# ---- block 1 ----
Fig. 1: block 1, drive-strength map
(2 px per µm)
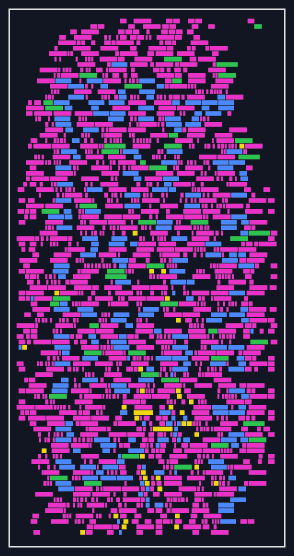
===== src/rtl/multiport_register_file.sv =====
// Register file with one write port, two registered read ports (A/B), same-cycle
// write-to-read bypass, optional hardwired zero register and a sequenced bulk clear.
module multiport_register_file #(
    parameter  int P_RegCount = 8,
    parameter  int P_BitWidth = 32,
    parameter  int P_ZeroReg  = 1,
    localparam int AW         = (P_RegCount > 1) ? $clog2(P_RegCount) : 1
) (
    input  logic                  In_Clock,
    input  logic                  In_Reset,
    input  logic [AW-1:0]         In_WriteAddress,
    input  logic [P_BitWidth-1:0] In_WriteData,
    input  logic                  In_Write,
    input  logic [AW-1:0]         In_ReadAddressA,
    input  logic                  In_ReadA,
    input  logic [AW-1:0]         In_ReadAddressB,
    input  logic                  In_ReadB,
    input  logic                  In_Clear,
    output logic [P_BitWidth-1:0] Out_ReadDataA,
    output logic                  Out_ValidA,
    output logic [P_BitWidth-1:0] Out_ReadDataB,
    output logic                  Out_ValidB,
    output logic                  Out_Busy,
    output logic                  Out_WriteErr,
    output logic                  Out_DebugState
);

    // Handshake: a read request sampled at a rising edge yields data with Valid=1
    // for the following cycle only; there is no back-pressure on either port.

    typedef enum logic {
        ST_IDLE  = 1'b0,
        ST_CLEAR = 1'b1
    } state_t;

    localparam logic [AW:0]   REG_COUNT = (AW + 1)'(P_RegCount);
    localparam logic [AW-1:0] LAST_IDX  = AW'(P_RegCount - 1);

    state_t                  state;
    logic [AW-1:0]           clr_cnt;
    logic [P_BitWidth-1:0]   regs [P_RegCount];

    logic                    wr_range;
    logic                    wr_blocked;
    logic                    wr_accept;
    logic                    wr_error;
    logic [P_BitWidth-1:0]   rd_value_a;
    logic [P_BitWidth-1:0]   rd_value_b;

    function automatic logic in_range(input logic [AW-1:0] addr);
        return {1'b0, addr} < REG_COUNT;
    endfunction

    function automatic logic is_zero_reg(input logic [AW-1:0] addr);
        return (P_ZeroReg != 0) && (addr == '0);
    endfunction

    // Read mux: out-of-range and zero register read 0; an accepted write or the
    // entry being cleared this cycle is forwarded so reads never see stale data.
    function automatic logic [P_BitWidth-1:0] read_value(input logic [AW-1:0] addr);
        logic [P_BitWidth-1:0] value;
        value = '0;
        if (!in_range(addr) || is_zero_reg(addr)) begin
            value = '0;
        end else if (wr_accept && (addr == In_WriteAddress)) begin
            value = In_WriteData;
        end else if ((state == ST_CLEAR) && (addr == clr_cnt)) begin
            value = '0;
        end else begin
            value = regs[addr];
        end
        return value;
    endfunction

    always_comb begin
        wr_range   = in_range(In_WriteAddress);
        wr_blocked = (state == ST_CLEAR) || In_Clear;
        wr_accept  = In_Write && !wr_blocked && wr_range && !is_zero_reg(In_WriteAddress);
        wr_error   = In_Write && (wr_blocked || !wr_range);
        rd_value_a = read_value(In_ReadAddressA);
        rd_value_b = read_value(In_ReadAddressB);
    end

    assign Out_DebugState = state;

    always_ff @(posedge In_Clock or posedge In_Reset) begin
        if (In_Reset) begin
            state         <= ST_IDLE;
            clr_cnt       <= '0;
            Out_Busy      <= 1'b0;
            Out_WriteErr  <= 1'b0;
            Out_ReadDataA <= '0;
            Out_ValidA    <= 1'b0;
            Out_ReadDataB <= '0;
            Out_ValidB    <= 1'b0;
            for (int i = 0; i < P_RegCount; i++) begin
                regs[i] <= '0;
            end
        end else begin
            Out_WriteErr <= wr_error;

            if (wr_accept) begin
                regs[In_WriteAddress] <= In_WriteData;
            end

            case (state)
                ST_IDLE: begin
                    if (In_Clear) begin
                        state    <= ST_CLEAR;
                        clr_cnt  <= '0;
                        Out_Busy <= 1'b1;
                    end
                end
                ST_CLEAR: begin
                    regs[clr_cnt] <= '0;
                    if (clr_cnt == LAST_IDX) begin
                        state    <= ST_IDLE;
                        clr_cnt  <= '0;
                        Out_Busy <= 1'b0;
                    end else begin
                        clr_cnt <= clr_cnt + 1'b1;
                    end
                end
                default: begin
                    state    <= ST_IDLE;
                    clr_cnt  <= '0;
                    Out_Busy <= 1'b0;
                end
            endcase

            Out_ValidA <= In_ReadA;
            if (In_ReadA) begin
                Out_ReadDataA <= rd_value_a;
            end

            Out_ValidB <= In_ReadB;
            if (In_ReadB) begin
                Out_ReadDataB <= rd_value_b;
            end
        end
    end

endmodule


===== config.mk =====
export PLATFORM = sky130hd
export DESIGN_NAME = multiport_register_file
export DESIGN_NICKNAME = d
export VERILOG_FILES = /design/src/rtl/multiport_register_file.sv
export SDC_FILE = /design/constraint.sdc
export NUM_CORES = 1
export LEC_CHECK = 0
export CORE_ASPECT_RATIO = 2
export CORE_MARGIN = 3
export CORE_UTILIZATION = 50
export DETAILED_ROUTE_END_ITERATION = 6
export PLACE_DENSITY = 0.65
export SLEW_MARGIN = 10
export SYNTH_ARGS = -nofsm -noshare
export SYNTH_HDL_FRONTEND = slang
export SYNTH_SLANG_ARGS = --single-unit
export TNS_END_PERCENT = 100

===== constraint.sdc =====
create_clock -name In_Clock -period 14.1 [get_ports In_Clock]
set_clock_uncertainty 0.2 [all_clocks]
set_input_delay 2.82 -clock In_Clock [delete_from_list [all_inputs] [get_ports In_Clock]]
set_output_delay 2.82 -clock In_Clock [all_outputs]
set_load 0.01 [all_outputs]

==> Slide: Implementation Results <==
Run Summary

Critical path
  • Beginning of the critical path: In_ReadAddressA[1]
  • Critical Setup Path Class: input pin to flop

Power and ir drop
  • Fraction of power consumed by the clock network: 0.312
  • Flop pwr share: 0.433
  • Share of power burned in combinational logic: 0.254

Layout
  • Antenna fix cells: 0
  • Non-Clock Inverter Count: 7

Placed design
  • Placed cells: 2015

Status
  • Run status: finished clean

Clock network
  • Clock Root Buffer: sky130_fd_sc_hd__clkbuf_16
  • Latency at later pin: 580 ps

Floorplanning
  • Std-Cell Core Area: 33800 µm²

Global routing
  • GRT overflow: 0

Detailed routing
  • 1st-iter DRT viols: 1191

Synth
  • Number of library cell types mapped by synthesis: 36

Final timing
  • Hold slack: 324 ps
About Fig. 1:
| size | color | cells | share | most used |
|---|---|---|---|---|
| drive 6 and up | green | 45 | 2.8% | clkbuf_16 |
| drive 1 or less | magenta | 1331 | 81% | nand2_1 |
| drive 2 | blue | 222 | 14% | mux4_2 |
| drive 3 to 4 | yellow | 37 | 2.3% | buf_4 |

[sequential cells by signal, summed over array words and instances, names as in the netlist]
| register | count |
|---|---|
| clr_cnt | 3 |
| regs | 256 |
| Out_Busy | 1 |
| Out_WriteErr | 1 |
| Out_ValidA | 1 |
| Out_ReadDataA | 32 |
| Out_ValidB | 1 |
| Out_ReadDataB | 32 |
| Out_DebugState | 1 |
[metrics by stage]
stage               area [µm²]  total power [mW]
finish                   19500              2.94
global route             19500              3.07
CTS                      19500              2.95
detailed placement       18300              2.03
global placement         18300              2.00
floorplan                17200              1.73
[metal layers]
metal	up-vias	track usage	share of wire	wire (µm)
met5	-	0	0	0
met4	0	0.160	0.055	3070
met3	184	0.0328	0.062	3490
met2	658	0.552	0.53	29600
met1	6823	0.369	0.35	19700
li1	5621	-	-	-
[critical path, cell delays in order]
cell and delay [ps]:
sky130_fd_sc_hd__buf_4 330, sky130_fd_sc_hd__buf_4 730, sky130_fd_sc_hd__xnor2_1 270, sky130_fd_sc_hd__nand3_1 170
sky130_fd_sc_hd__nor2_2 770, sky130_fd_sc_hd__buf_4 420, sky130_fd_sc_hd__a221o_1 220

# ---- block 2 ----
File: config.mk
export PLATFORM = sky130hd
export DESIGN_NAME = input_assembler_flat
export DESIGN_NICKNAME = d
export VERILOG_FILES = /design/src/rtl/input_assembler_if.sv /design/src/rtl/input_assembler.sv /design/src/flat_wrapper.sv
export SDC_FILE = /design/constraint.sdc
export NUM_CORES = 1
export LEC_CHECK = 0
export ABC_CLOCK_PERIOD_IN_PS = 2900
export CAP_MARGIN = 10
export CORE_MARGIN = 2
export CORE_UTILIZATION = 54
export CTS_CLUSTER_DIAMETER = 200
export DETAILED_ROUTE_END_ITERATION = 12
export PLACE_DENSITY = 0.85
export SLEW_MARGIN = 5
export SYNTH_ARGS = -nofsm -noshare
export SYNTH_HDL_FRONTEND = slang
export SYNTH_SLANG_ARGS = --single-unit
File: constraint.sdc
create_clock -name clk -period 2.9 [get_ports clk]
set_clock_uncertainty 0.1 [all_clocks]
set_input_delay 0.58 -clock clk [delete_from_list [all_inputs] [get_ports clk]]
set_output_delay 0.58 -clock clk [all_outputs]
set_load 0.1 [all_outputs]
File: src/rtl/input_assembler_if.sv
// Bundles the beat-input and sample-output signals of input_assembler.
// Ports: in_valid, Xin6..Xin0, clear, out_ready (toward the assembler);
//        out_valid, out_data, out_label, label_err, overflow, sample_count (from it).
interface input_assembler_if #(
  parameter int NIBBLES = 8,
  parameter int CNT_W   = 16
);

  // Beat side: one 4-bit data nibble plus a 3-bit label per cycle, no stall.
  logic                   in_valid;
  logic                   Xin6;
  logic                   Xin5;
  logic                   Xin4;
  logic                   Xin3;
  logic                   Xin2;
  logic                   Xin1;
  logic                   Xin0;
  logic                   clear;

  // Sample side: valid/ready handshake on the assembled word.
  logic                   out_ready;
  logic                   out_valid;
  logic [4*NIBBLES-1:0]   out_data;
  logic [2:0]             out_label;
  logic                   label_err;
  logic                   overflow;
  logic [CNT_W-1:0]       sample_count;

  // Environment side: produces beats, consumes samples.
  modport master (
    output in_valid, Xin6, Xin5, Xin4, Xin3, Xin2, Xin1, Xin0, clear, out_ready,
    input  out_valid, out_data, out_label, label_err, overflow, sample_count
  );

  // Assembler side.
  modport slave (
    input  in_valid, Xin6, Xin5, Xin4, Xin3, Xin2, Xin1, Xin0, clear, out_ready,
    output out_valid, out_data, out_label, label_err, overflow, sample_count
  );

endinterface

File: src/rtl/input_assembler.sv
// Purpose: gathers NIBBLES 4-bit beats (beat 0 in the LSBs) into one labelled sample.
// Latency: sample visible on out_valid one cycle after its last beat is accepted.
// Backpressure: none toward the beat source; a sample completing while the output
//               register is held (out_valid=1, out_ready=0) is dropped and overflow sticks.
// Ports: clk, reset (async, active-low), bus (input_assembler_if.slave):
//   in_valid/Xin6..Xin3 (data)/Xin2..Xin0 (label)/clear in; out_ready in;
//   out_valid/out_data/out_label/label_err/overflow/sample_count out.
module input_assembler #(
  parameter int NIBBLES = 8,
  parameter int CNT_W   = 16
) (
  input  logic              clk,
  input  logic              reset,
  input_assembler_if.slave  bus
);

  localparam int DW    = 4 * NIBBLES;
  localparam int IDX_W = (NIBBLES > 1) ? $clog2(NIBBLES) : 1;
  localparam logic [IDX_W-1:0] LAST_IDX = IDX_W'(NIBBLES - 1);

  typedef enum logic {
    IDLE,     // waiting for beat 0
    COLLECT   // beats 1..NIBBLES-1
  } state_t;

  // Collector state
  state_t             state_q, state_d;
  logic [IDX_W-1:0]   idx_q, idx_d;
  logic [DW-1:0]      asm_q, asm_d;
  logic [2:0]         label_q, label_d;
  logic               mis_q, mis_d;

  // Output register
  logic               out_vld_q, out_vld_d;
  logic [DW-1:0]      out_dat_q;
  logic [2:0]         out_lbl_q;
  logic               out_err_q;
  logic               ovf_q;
  logic [CNT_W-1:0]   cnt_q;

  // Per-cycle beat decode
  logic [3:0]         beat_data;
  logic [2:0]         beat_label;
  logic [DW-1:0]      asm_ins;
  logic [2:0]         smp_label;
  logic               smp_mis;
  logic               complete;
  logic               load;
  logic               drop;

  assign beat_data  = {bus.Xin6, bus.Xin5, bus.Xin4, bus.Xin3};
  assign beat_label = {bus.Xin2, bus.Xin1, bus.Xin0};

  // ------------------------------------------------------------------
  // Collector FSM: state register
  // ------------------------------------------------------------------
  always_ff @(posedge clk or negedge reset) begin
    if (!reset) begin
      state_q <= IDLE;
      idx_q   <= '0;
      asm_q   <= '0;
      label_q <= '0;
      mis_q   <= 1'b0;
    end else begin
      state_q <= state_d;
      idx_q   <= idx_d;
      asm_q   <= asm_d;
      label_q <= label_d;
      mis_q   <= mis_d;
    end
  end

  // ------------------------------------------------------------------
  // Collector FSM: next state, partial sample and completion strobe
  // ------------------------------------------------------------------
  always_comb begin
    state_d   = state_q;
    idx_d     = idx_q;
    asm_d     = asm_q;
    label_d   = label_q;
    mis_d     = mis_q;
    smp_label = label_q;
    smp_mis   = mis_q;
    complete  = 1'b0;

    // Partial word with the current beat dropped into its slot; this is
    // also the finished sample when the current beat is the last one.
    // In IDLE idx_q is 0 and asm_q is 0, so beat 0 lands in the LSBs.
    asm_ins = asm_q;
    asm_ins[4*idx_q +: 4] = beat_data;

    if (bus.clear) begin
      // Clear beats a coincident in_valid: the beat is discarded with the partial sample.
      state_d = IDLE;
      idx_d   = '0;
      asm_d   = '0;
      label_d = '0;
      mis_d   = 1'b0;
    end else if (bus.in_valid) begin
      unique case (state_q)
        IDLE: begin
          // Beat 0 defines the label; it cannot mismatch itself.
          smp_label = beat_label;
          smp_mis   = 1'b0;
          if (NIBBLES == 1) begin
            // Single-beat samples complete immediately and never leave IDLE.
            complete = 1'b1;
            asm_d    = '0;
          end else begin
            state_d = COLLECT;
            idx_d   = IDX_W'(1);
            asm_d   = asm_ins;
            label_d = beat_label;
            mis_d   = 1'b0;
          end
        end

        COLLECT: begin
          smp_mis = mis_q | (beat_label != label_q);
          if (idx_q == LAST_IDX) begin
            complete = 1'b1;
            state_d  = IDLE;
            idx_d    = '0;
            asm_d    = '0;
            label_d  = '0;
            mis_d    = 1'b0;
          end else begin
            idx_d = idx_q + IDX_W'(1);
            asm_d = asm_ins;
            mis_d = smp_mis;
          end
        end

        default: begin
          state_d = IDLE;
          idx_d   = '0;
        end
      endcase
    end
  end

  // ------------------------------------------------------------------
  // Output register control
  // ------------------------------------------------------------------
  // A finished sample may enter the output register if it is empty or is
  // being emptied this same cycle; otherwise it has nowhere to go.
  assign load = complete & (~out_vld_q | bus.out_ready);
  assign drop = complete & out_vld_q & ~bus.out_ready;

  always_comb begin
    out_vld_d = out_vld_q;
    if (load) begin
      out_vld_d = 1'b1;
    end else if (out_vld_q && bus.out_ready) begin
      out_vld_d = 1'b0;
    end
  end

  always_ff @(posedge clk or negedge reset) begin
    if (!reset) begin
      out_vld_q <= 1'b0;
      out_dat_q <= '0;
      out_lbl_q <= '0;
      out_err_q <= 1'b0;
      ovf_q     <= 1'b0;
      cnt_q     <= '0;
    end else begin
      out_vld_q <= out_vld_d;
      // Contents only change on load, so a held sample stays stable and
      // the last sample remains readable after it drains.
      if (load) begin
        out_dat_q <= asm_ins;
        out_lbl_q <= smp_label;
        out_err_q <= smp_mis;
      end
      if (drop) begin
        ovf_q <= 1'b1;
      end
      // Saturating load counter.
      if (load && (cnt_q != {CNT_W{1'b1}})) begin
        cnt_q <= cnt_q + CNT_W'(1);
      end
    end
  end

  assign bus.out_valid    = out_vld_q;
  assign bus.out_data     = out_dat_q;
  assign bus.out_label    = out_lbl_q;
  assign bus.label_err    = out_err_q;
  assign bus.overflow     = ovf_q;
  assign bus.sample_count = cnt_q;

endmodule

File: src/flat_wrapper.sv
// flat-port wrapper written by rule: the top's interface ports become plain ports
module input_assembler_flat 
#(
  parameter int NIBBLES = 8,
  parameter int CNT_W   = 16
)
  (clk, reset, bus_in_valid, bus_Xin6, bus_Xin5, bus_Xin4, bus_Xin3, bus_Xin2, bus_Xin1, bus_Xin0, bus_clear, bus_out_ready, bus_out_valid, bus_out_data, bus_out_label, bus_label_err, bus_overflow, bus_sample_count);
  input_assembler_if #(.NIBBLES(NIBBLES), .CNT_W(CNT_W)) bus_i ();
  input  logic clk;
  input  logic reset;
  input wire logic [$bits(bus_i.in_valid)-1:0] bus_in_valid;
  input wire logic [$bits(bus_i.Xin6)-1:0] bus_Xin6;
  input wire logic [$bits(bus_i.Xin5)-1:0] bus_Xin5;
  input wire logic [$bits(bus_i.Xin4)-1:0] bus_Xin4;
  input wire logic [$bits(bus_i.Xin3)-1:0] bus_Xin3;
  input wire logic [$bits(bus_i.Xin2)-1:0] bus_Xin2;
  input wire logic [$bits(bus_i.Xin1)-1:0] bus_Xin1;
  input wire logic [$bits(bus_i.Xin0)-1:0] bus_Xin0;
  input wire logic [$bits(bus_i.clear)-1:0] bus_clear;
  input wire logic [$bits(bus_i.out_ready)-1:0] bus_out_ready;
  output wire logic [$bits(bus_i.out_valid)-1:0] bus_out_valid;
  output wire logic [$bits(bus_i.out_data)-1:0] bus_out_data;
  output wire logic [$bits(bus_i.out_label)-1:0] bus_out_label;
  output wire logic [$bits(bus_i.label_err)-1:0] bus_label_err;
  output wire logic [$bits(bus_i.overflow)-1:0] bus_overflow;
  output wire logic [$bits(bus_i.sample_count)-1:0] bus_sample_count;
  assign bus_i.in_valid = bus_in_valid;
  assign bus_i.Xin6 = bus_Xin6;
  assign bus_i.Xin5 = bus_Xin5;
  assign bus_i.Xin4 = bus_Xin4;
  assign bus_i.Xin3 = bus_Xin3;
  assign bus_i.Xin2 = bus_Xin2;
  assign bus_i.Xin1 = bus_Xin1;
  assign bus_i.Xin0 = bus_Xin0;
  assign bus_i.clear = bus_clear;
  assign bus_i.out_ready = bus_out_ready;
  assign bus_out_valid = bus_i.out_valid;
  assign bus_out_data = bus_i.out_data;
  assign bus_out_label = bus_i.out_label;
  assign bus_label_err = bus_i.label_err;
  assign bus_overflow = bus_i.overflow;
  assign bus_sample_count = bus_i.sample_count;
  input_assembler #(.NIBBLES(NIBBLES), .CNT_W(CNT_W)) u_core (.clk(clk), .reset(reset), .bus(bus_i));
endmodule
==> Slide: Implementation Results <==
Run Summary

Critical path
  • Cell-by-cell listing of the critical path: inv_1 > ha_1 > ha_1 > nand2b_1 > nor4_4 > o21ai_1 > a22o_1
  • Slowest stage cell, crit path: sky130_fd_sc_hd__dfrtp_1
  • Critical Setup Path Class: flop to flop
  • Arrival time reported for the critical path endpoint: 2750 ps
  • Biggest cell delay along the critical path: 570 ps

Placed design
  • Minimum setup slack after placement: 347 ps
  • Placed cells: 568
  • Post-place instance area: 5130 µm²
  • Number of input and output port buffers inserted: 65

Global routing
  • Global routing usage summed across all routing layers: 0.231
  • Pin count of the biggest net entering global routing: 65
  • GRT overflow: 0

Synth
  • Post-synthesis share of cell area spent on and, or, nand and nor gates: 0.199
  • Synth Net Count: 432
  • Post-synth seq share: 0.520
  • Leading area contributor after synthesis: sky130_fd_sc_hd__dfrtp_1
  • # Cells Yosys: 414
  • Synth Warn #: 0
  • Async set or reset register ratio after synthesis: 1.00
  • Adder-cell share of the synthesized area: 0.0166

Status
  • Run status: finished clean

Clock network
  • Post-CTS repair timing setup buffer count: 0
  • Number of gates resized after CTS: 0
  • CTS tree: built
  • CTS Buffer Depth: 2

Final timing
  • Worst Slack Setup Final: 302 ps
  • Maximum frequency from static timing analysis: 0.385 GHz
  • Final hold viol count: 0
  • Final Max-Slew Violation Tally: 0

Layout
  • Layout cells sized above 1: 0.215
  • Antenna fix cells: 0
  • Area overhead of the layout relative to synthesis: 18.1%

Detailed routing
  • Routed Antenna Nets: 0
  • Detailed-router iteration count before antenna repair: 4

Floorplanning
  • Ports placed on the boundary: 66
  • Std cell rows: 33

Power and ir drop
  • Max rail drop VDD: 0.368 mV
  • Leakage: 2.46 nW
  • Pwr/cell area: 459 nW/µm²

Job
  • Number of warning messages in the logs: 28
## layout make-up
class,instances,area (µm²),area share
Clock buffer,12,145,0.0272
Clock inverter,3,68.8,0.0129
Inverter,6,22.5,0.00422
Multi-Input combinational cell,291,2030,0.380
Sequential cell,94,2350,0.440
Tap cell,105,131,0.0246
Timing Repair Buffer,72,591,0.111
## metal layers
metal,vias up,track usage,routed length (µm),part of all wire
met3,15,0.0474,525,0.054
met2,91,0.395,4830,0.50
met4,0,0.0774,180,0.019
met1,1619,0.294,4160,0.43
li1,1588,-,-,-
met5,-,0,0,0
## where the power goes
part / total, mW / switching (mW) / internal, mW
clock network: 0.945 / 0.438 / 0.507
registers: 1.33 / 0.0102 / 1.32
logic: 0.180 / 0.116 / 0.0638
## cells in the final DEF, fill, tap and decap left out, drive strengths merged, types with 4 or more instances in the layout
master         Yosys  final
dfrtp             94     94
buf               13     62
nand2             51     51
o21ai             49     49
mux2i             32     32
a22o              19     19
and2              16     16
nor2              16     16
xor2              13     13
nand2b            13     13
clkbuf            10     12
clkdlybuf4s50      0     10
nor3               8      8
nand3              7      7
inv                6      6
ha                 6      6
nand3b             5      5
nor2b              4      4
a31oi              4      4
and3               4      4
a32o               4      4
and4               4      4
nor4               4      4
Fig. 2: block 2, the metal 3 layer
(4 px per µm)
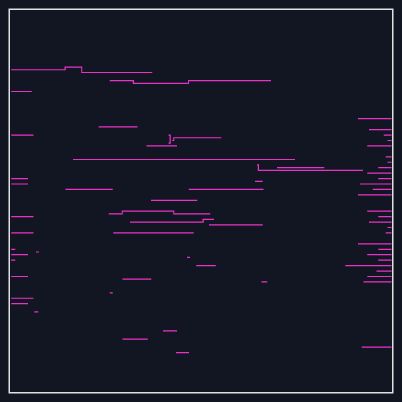
share of all routed wire: 5.4%
main direction: horizontal


# ---- block 3 ----
[src/rtl/pwm_capture.sv]
// -----------------------------------------------------------------------------
// pwm_capture
// Decodes an asynchronous PWM waveform into a duty (high time, in ticks) and a
// period (rise-to-rise, in ticks). A measurement tick is generated every
// PRESCALE clk cycles from a prescaler that restarts on every input rise.
// Results are published with a one-cycle duty_valid strobe on every rise that
// closes a period. If no rise arrives within TIMEOUT_CNT ticks, a timeout
// record is published and the decoder goes back to waiting for a fresh rise.
//
// Optional feature: define PWM_CAPTURE_GLITCH_FILTER_EN to insert a 3-sample
// glitch filter after the synchronizer. Pulses of 1-2 clk are rejected and the
// rise-to-strobe latency grows from 3 to 5 clk.
// -----------------------------------------------------------------------------
module pwm_capture #(
  parameter int PRESCALE    = 1,
  parameter int PERIOD_CNT  = 256,
  parameter int TOL         = 4,
  parameter int TIMEOUT_CNT = 512
) (
  input  logic       clk,
  input  logic       rst,
  input  logic       pwm_in,
  output logic [7:0] duty_out,
  output logic [9:0] period_out,
  output logic       duty_valid,
  output logic       period_err,
  output logic       timeout
);

  typedef enum logic [1:0] {
    S_WAIT = 2'd0,
    S_HIGH = 2'd1,
    S_LOW  = 2'd2
  } state_t;

  localparam logic [9:0]  TO_CNT    = 10'(TIMEOUT_CNT);
  localparam logic [15:0] PRESC_MAX = 16'(PRESCALE - 1);
  localparam logic [11:0] PER_HI    = 12'(PERIOD_CNT + TOL);
  localparam logic [11:0] PER_NOM   = 12'(PERIOD_CNT);
  localparam logic [11:0] TOL_W     = 12'(TOL);

  state_t      r_state;
  logic        r_sync1;
  logic        r_sync2;
  logic        r_lvl_d;
  logic [15:0] r_presc;
  logic [9:0]  r_high_cnt;
  logic [9:0]  r_per_cnt;

  logic        w_lvl;
  logic        w_rise;
  logic        w_fall;
  logic        w_tick;
  logic [9:0]  w_high_next;
  logic [9:0]  w_per_next;
  logic [11:0] w_per_ext;
  logic        w_per_err;
  logic        w_timeout_hit;
  logic [7:0]  w_duty_sat;

  // Two-flop synchronizer for the asynchronous PWM input.
  always_ff @(posedge clk or negedge rst) begin
    if (!rst) begin
      r_sync1 <= 1'b0;
      r_sync2 <= 1'b0;
    end else begin
      // NOTE: non-blocking assignments make both flops sample the old values on
      // the same edge; blocking here would collapse the chain into one flop.
      r_sync1 <= pwm_in;
      r_sync2 <= r_sync1;
    end
  end

`ifdef PWM_CAPTURE_GLITCH_FILTER_EN
  logic [1:0] r_hist;
  logic       r_lvl_f;

  // The level only moves once the synchronized input has shown the same value
  // on three consecutive cycles; otherwise it holds the previous level.
  assign w_lvl = ((r_sync2 == r_hist[0]) && (r_sync2 == r_hist[1])) ? r_sync2 : r_lvl_f;

  // History of the synchronizer output and the held filter level.
  always_ff @(posedge clk or negedge rst) begin
    if (!rst) begin
      r_hist  <= 2'b00;
      r_lvl_f <= 1'b0;
    end else begin
      r_hist  <= {r_hist[0], r_sync2};
      r_lvl_f <= w_lvl;
    end
  end
`else
  assign w_lvl = r_sync2;
`endif

  // Registered copy of the level for edge detection.
  always_ff @(posedge clk or negedge rst) begin
    if (!rst) begin
      r_lvl_d <= 1'b0;
    end else begin
      r_lvl_d <= w_lvl;
    end
  end

  assign w_rise = w_lvl & ~r_lvl_d;
  assign w_fall = ~w_lvl & r_lvl_d;

  // Tick prescaler, realigned to every rise so ticks are phase-locked to it.
  always_ff @(posedge clk or negedge rst) begin
    if (!rst) begin
      r_presc <= 16'd0;
    end else if (w_rise || w_tick) begin
      r_presc <= 16'd0;
    end else begin
      r_presc <= r_presc + 16'd1;
    end
  end

  assign w_tick = (r_presc == PRESC_MAX);

  // Counter next values include the current cycle's tick and stick at the
  // timeout count instead of wrapping.
  assign w_high_next = (w_tick && (r_high_cnt != TO_CNT)) ? r_high_cnt + 10'd1 : r_high_cnt;
  assign w_per_next  = (w_tick && (r_per_cnt  != TO_CNT)) ? r_per_cnt  + 10'd1 : r_per_cnt;

  assign w_timeout_hit = (w_per_next == TO_CNT);
  assign w_duty_sat    = (r_high_cnt > 10'd255) ? 8'hFF : r_high_cnt[7:0];

  // Period error: |period - PERIOD_CNT| > TOL, evaluated without signed math.
  assign w_per_ext = {2'b00, w_per_next};
  assign w_per_err = (w_per_ext > PER_HI) || ((w_per_ext + TOL_W) < PER_NOM);

  // Measurement FSM with registered result outputs.
  always_ff @(posedge clk or negedge rst) begin
    if (!rst) begin
      r_state    <= S_WAIT;
      r_high_cnt <= 10'd0;
      r_per_cnt  <= 10'd0;
      duty_out   <= 8'd0;
      period_out <= 10'd0;
      duty_valid <= 1'b0;
      period_err <= 1'b0;
      timeout    <= 1'b0;
    end else begin
      duty_valid <= 1'b0;
      case (r_state)
        S_WAIT: begin
          if (w_rise) begin
            r_high_cnt <= 10'd0;
            r_per_cnt  <= 10'd0;
            r_state    <= S_HIGH;
          end
        end
        S_HIGH: begin
          if (w_timeout_hit) begin
            duty_out   <= w_lvl ? 8'hFF : 8'h00;
            period_out <= TO_CNT;
            period_err <= 1'b1;
            timeout    <= 1'b1;
            duty_valid <= 1'b1;
            r_high_cnt <= 10'd0;
            r_per_cnt  <= 10'd0;
            r_state    <= S_WAIT;
          end else begin
            r_high_cnt <= w_high_next;
            r_per_cnt  <= w_per_next;
            if (w_fall) begin
              r_state <= S_LOW;
            end
          end
        end
        S_LOW: begin
          if (w_rise) begin
            duty_out   <= w_duty_sat;
            period_out <= w_per_next;
            period_err <= w_per_err;
            timeout    <= 1'b0;
            duty_valid <= 1'b1;
            r_high_cnt <= 10'd0;
            r_per_cnt  <= 10'd0;
            r_state    <= S_HIGH;
          end else if (w_timeout_hit) begin
            duty_out   <= w_lvl ? 8'hFF : 8'h00;
            period_out <= TO_CNT;
            period_err <= 1'b1;
            timeout    <= 1'b1;
            duty_valid <= 1'b1;
            r_high_cnt <= 10'd0;
            r_per_cnt  <= 10'd0;
            r_state    <= S_WAIT;
          end else begin
            r_per_cnt <= w_per_next;
          end
        end
        default: begin
          r_state <= S_WAIT;
        end
      endcase
    end
  end

endmodule
[config.mk]
export PLATFORM = sky130hd
export DESIGN_NAME = pwm_capture
export DESIGN_NICKNAME = d
export VERILOG_FILES = /design/src/rtl/pwm_capture.sv
export SDC_FILE = /design/constraint.sdc
export NUM_CORES = 1
export LEC_CHECK = 0
export CAP_MARGIN = 10
export CORE_ASPECT_RATIO = 1.2
export CORE_UTILIZATION = 50
export DETAILED_ROUTE_END_ITERATION = 12
export PLACE_DENSITY = 0.72
export SLEW_MARGIN = 10
export SYNTH_ARGS = -nofsm -noshare
export SYNTH_HDL_FRONTEND = slang
export SYNTH_SLANG_ARGS = --single-unit
[constraint.sdc]
create_clock -name clk -period 3.05 [get_ports clk]
set_input_delay 0.61 -clock clk [delete_from_list [all_inputs] [get_ports clk]]
set_output_delay 0.61 -clock clk [all_outputs]
set_load 0.01 [all_outputs]
Fig. 3: block 3, signal metal coverage by tile
(4 px per µm) 16 x 19 tiles, from black (low) to pale yellow (high), scaled to the fullest tile. Values are wire area over tile area, all layers added.
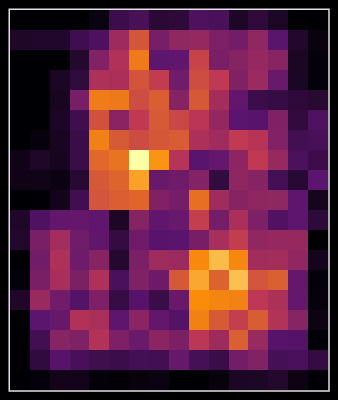
tiles over half the peak: 18%
nearly empty tiles: 13%
emptiest ninth of the die: top left
fullest tile: 0.66
mean over tiles: 0.19
detailed-route wire length per cell: 16.6 µm
wire length after detailed routing: 9290 µm
routed via count: 3337

Fig. 4: block 3, the metal 3 layer
(4 px per µm)
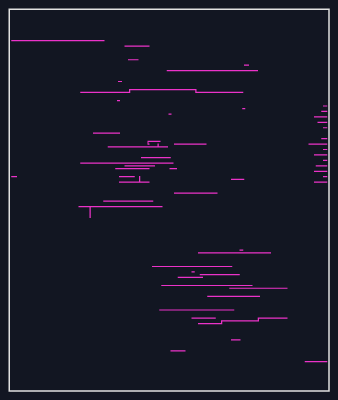
share of all routed wire: 4.6%
main direction: horizontal
longest straight run: 23.0 µm
wire length on this layer: 431 µm
nets with wire on the layer: 41

Fig. 5: block 3, drive-strength map
(4 px per µm)
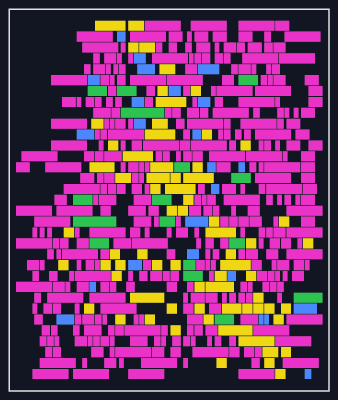
| size | color | cells | share | most used |
|---|---|---|---|---|
| drive 6 and up | green | 16 | 3.4% | clkbuf_8 |
| drive 2 | blue | 24 | 5.1% | a21oi_2 |
| drive 3 to 4 | yellow | 69 | 15% | buf_4 |
| drive 1 or less | magenta | 364 | 77% | dfrtp_1 |

==> Slide: Implementation Results <==
Run Summary

Status
  • Run status: finished clean

Layout
  • Area overhead of the layout relative to synthesis: 30.8%
  • Most frequent cells in the layout: 62 x sky130_fd_sc_hd__dfrtp_1, 45 x sky130_fd_sc_hd__buf_4, 39 x sky130_fd_sc_hd__nand2_1

Critical path
  • Element type at the critical path start: flop
  • Crit path max fanout: 7
  • Launching point of the worst reg2reg path: r_per_cnt[0]
  • Beginning of the critical path: r_per_cnt[0]
  • Minimum setup slack among reg-to-reg paths: 70 ps

Synth
  • Average size of a mapped cell: 9.02 µm²
  • # Cells Yosys: 400
  • Async set or reset register ratio after synthesis: 1.00
  • Synthesis area per yosys: 3610 µm²
  • Top cells by area: sky130_fd_sc_hd__dfrtp_1 43%, sky130_fd_sc_hd__o21ai_0 5.7%, sky130_fd_sc_hd__nand2_1 4.2%
  • Number of synthesized flops with an enable pin: 0
  • Post-synth design cell area: 3610 µm²
  • MUX area fraction: 0.00277

Placed design
  • Gpl congestion: 0.963

Global routing
  • GRT overflow: 0
  • Met2 track utilization from global routing: 0.425
  • Global routing usage summed across all routing layers: 0.259
  • Most heavily used metal layer in global routing: met2
  • Pin count of the biggest net entering global routing: 33
  • Wire length of the first global-routing pass: 15100 µm

Final timing
  • Hold slack: 309 ps
  • Final hold viol count: 0

Power and ir drop
  • Switching power: 1.16 mW
  • Max rail drop VDD: 0.444 mV
  • Group drawing the most power: combinational cells
  • Clk. pwr: 0.818 mW

Detailed routing
  • 1st-iter DRT viols: 188
  • Detailed route wirelength on metal3: 431 µm
  • Detailed-router iteration count before antenna repair: 4

Floorplanning
  • Core utilization before placement: 0.523
  • Count of inserted tapcells: 87
-- critical path: stages (launching register included) --
cell and delay (ps):
sky130_fd_sc_hd__dfrtp_1 410, sky130_fd_sc_hd__inv_2 90, sky130_fd_sc_hd__ha_4 120, sky130_fd_sc_hd__nor4b_4 180, sky130_fd_sc_hd__or4b_4 520, sky130_fd_sc_hd__a211oi_4 280, sky130_fd_sc_hd__o211ai_4 140, sky130_fd_sc_hd__nor4_4 380
sky130_fd_sc_hd__a21oi_4 150, sky130_fd_sc_hd__buf_6 160, sky130_fd_sc_hd__buf_4 130, sky130_fd_sc_hd__o31ai_4 180, sky130_fd_sc_hd__a21oi_2 90
-- per-stage QoR --
step / setup slack, ps / utilization
2_1_floorplan: -9.31 / -
5_1_grt: -53.0 / 0.684
4_1_cts: 4.08 / 0.644
3_3_place_gp: -8.11 / 0.607
6_report: 73.4 / 0.684
3_5_place_dp: -118 / 0.607
-- flip-flops by register name, indices dropped and copies added (netlist names) --
signal and count:
duty_valid 1, timeout 1, period_out 10, r_lvl_d 1, r_presc 16, r_state 2
r_sync1 1, r_high_cnt 10, r_per_cnt 10, period_err 1, r_sync2 1, duty_out 8


==> screenshots <==
Clock wiring as the flow saved it.
panel A
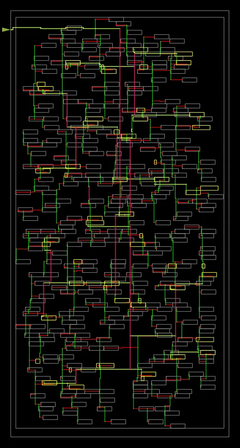
panel B
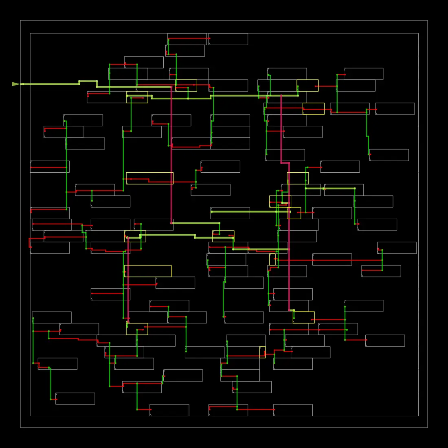
panel C
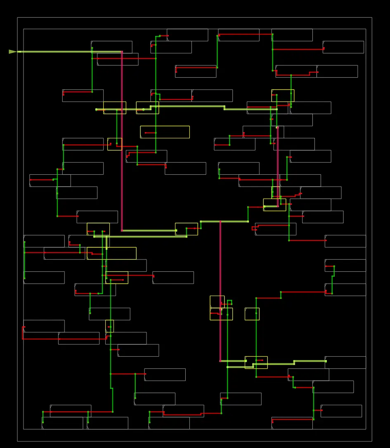
- block 2 = panel B
- block 3 = panel C
- block 1 = panel A
The one with the fewest sequential cells is panel C.

Power and IR drop assume default switching activity.
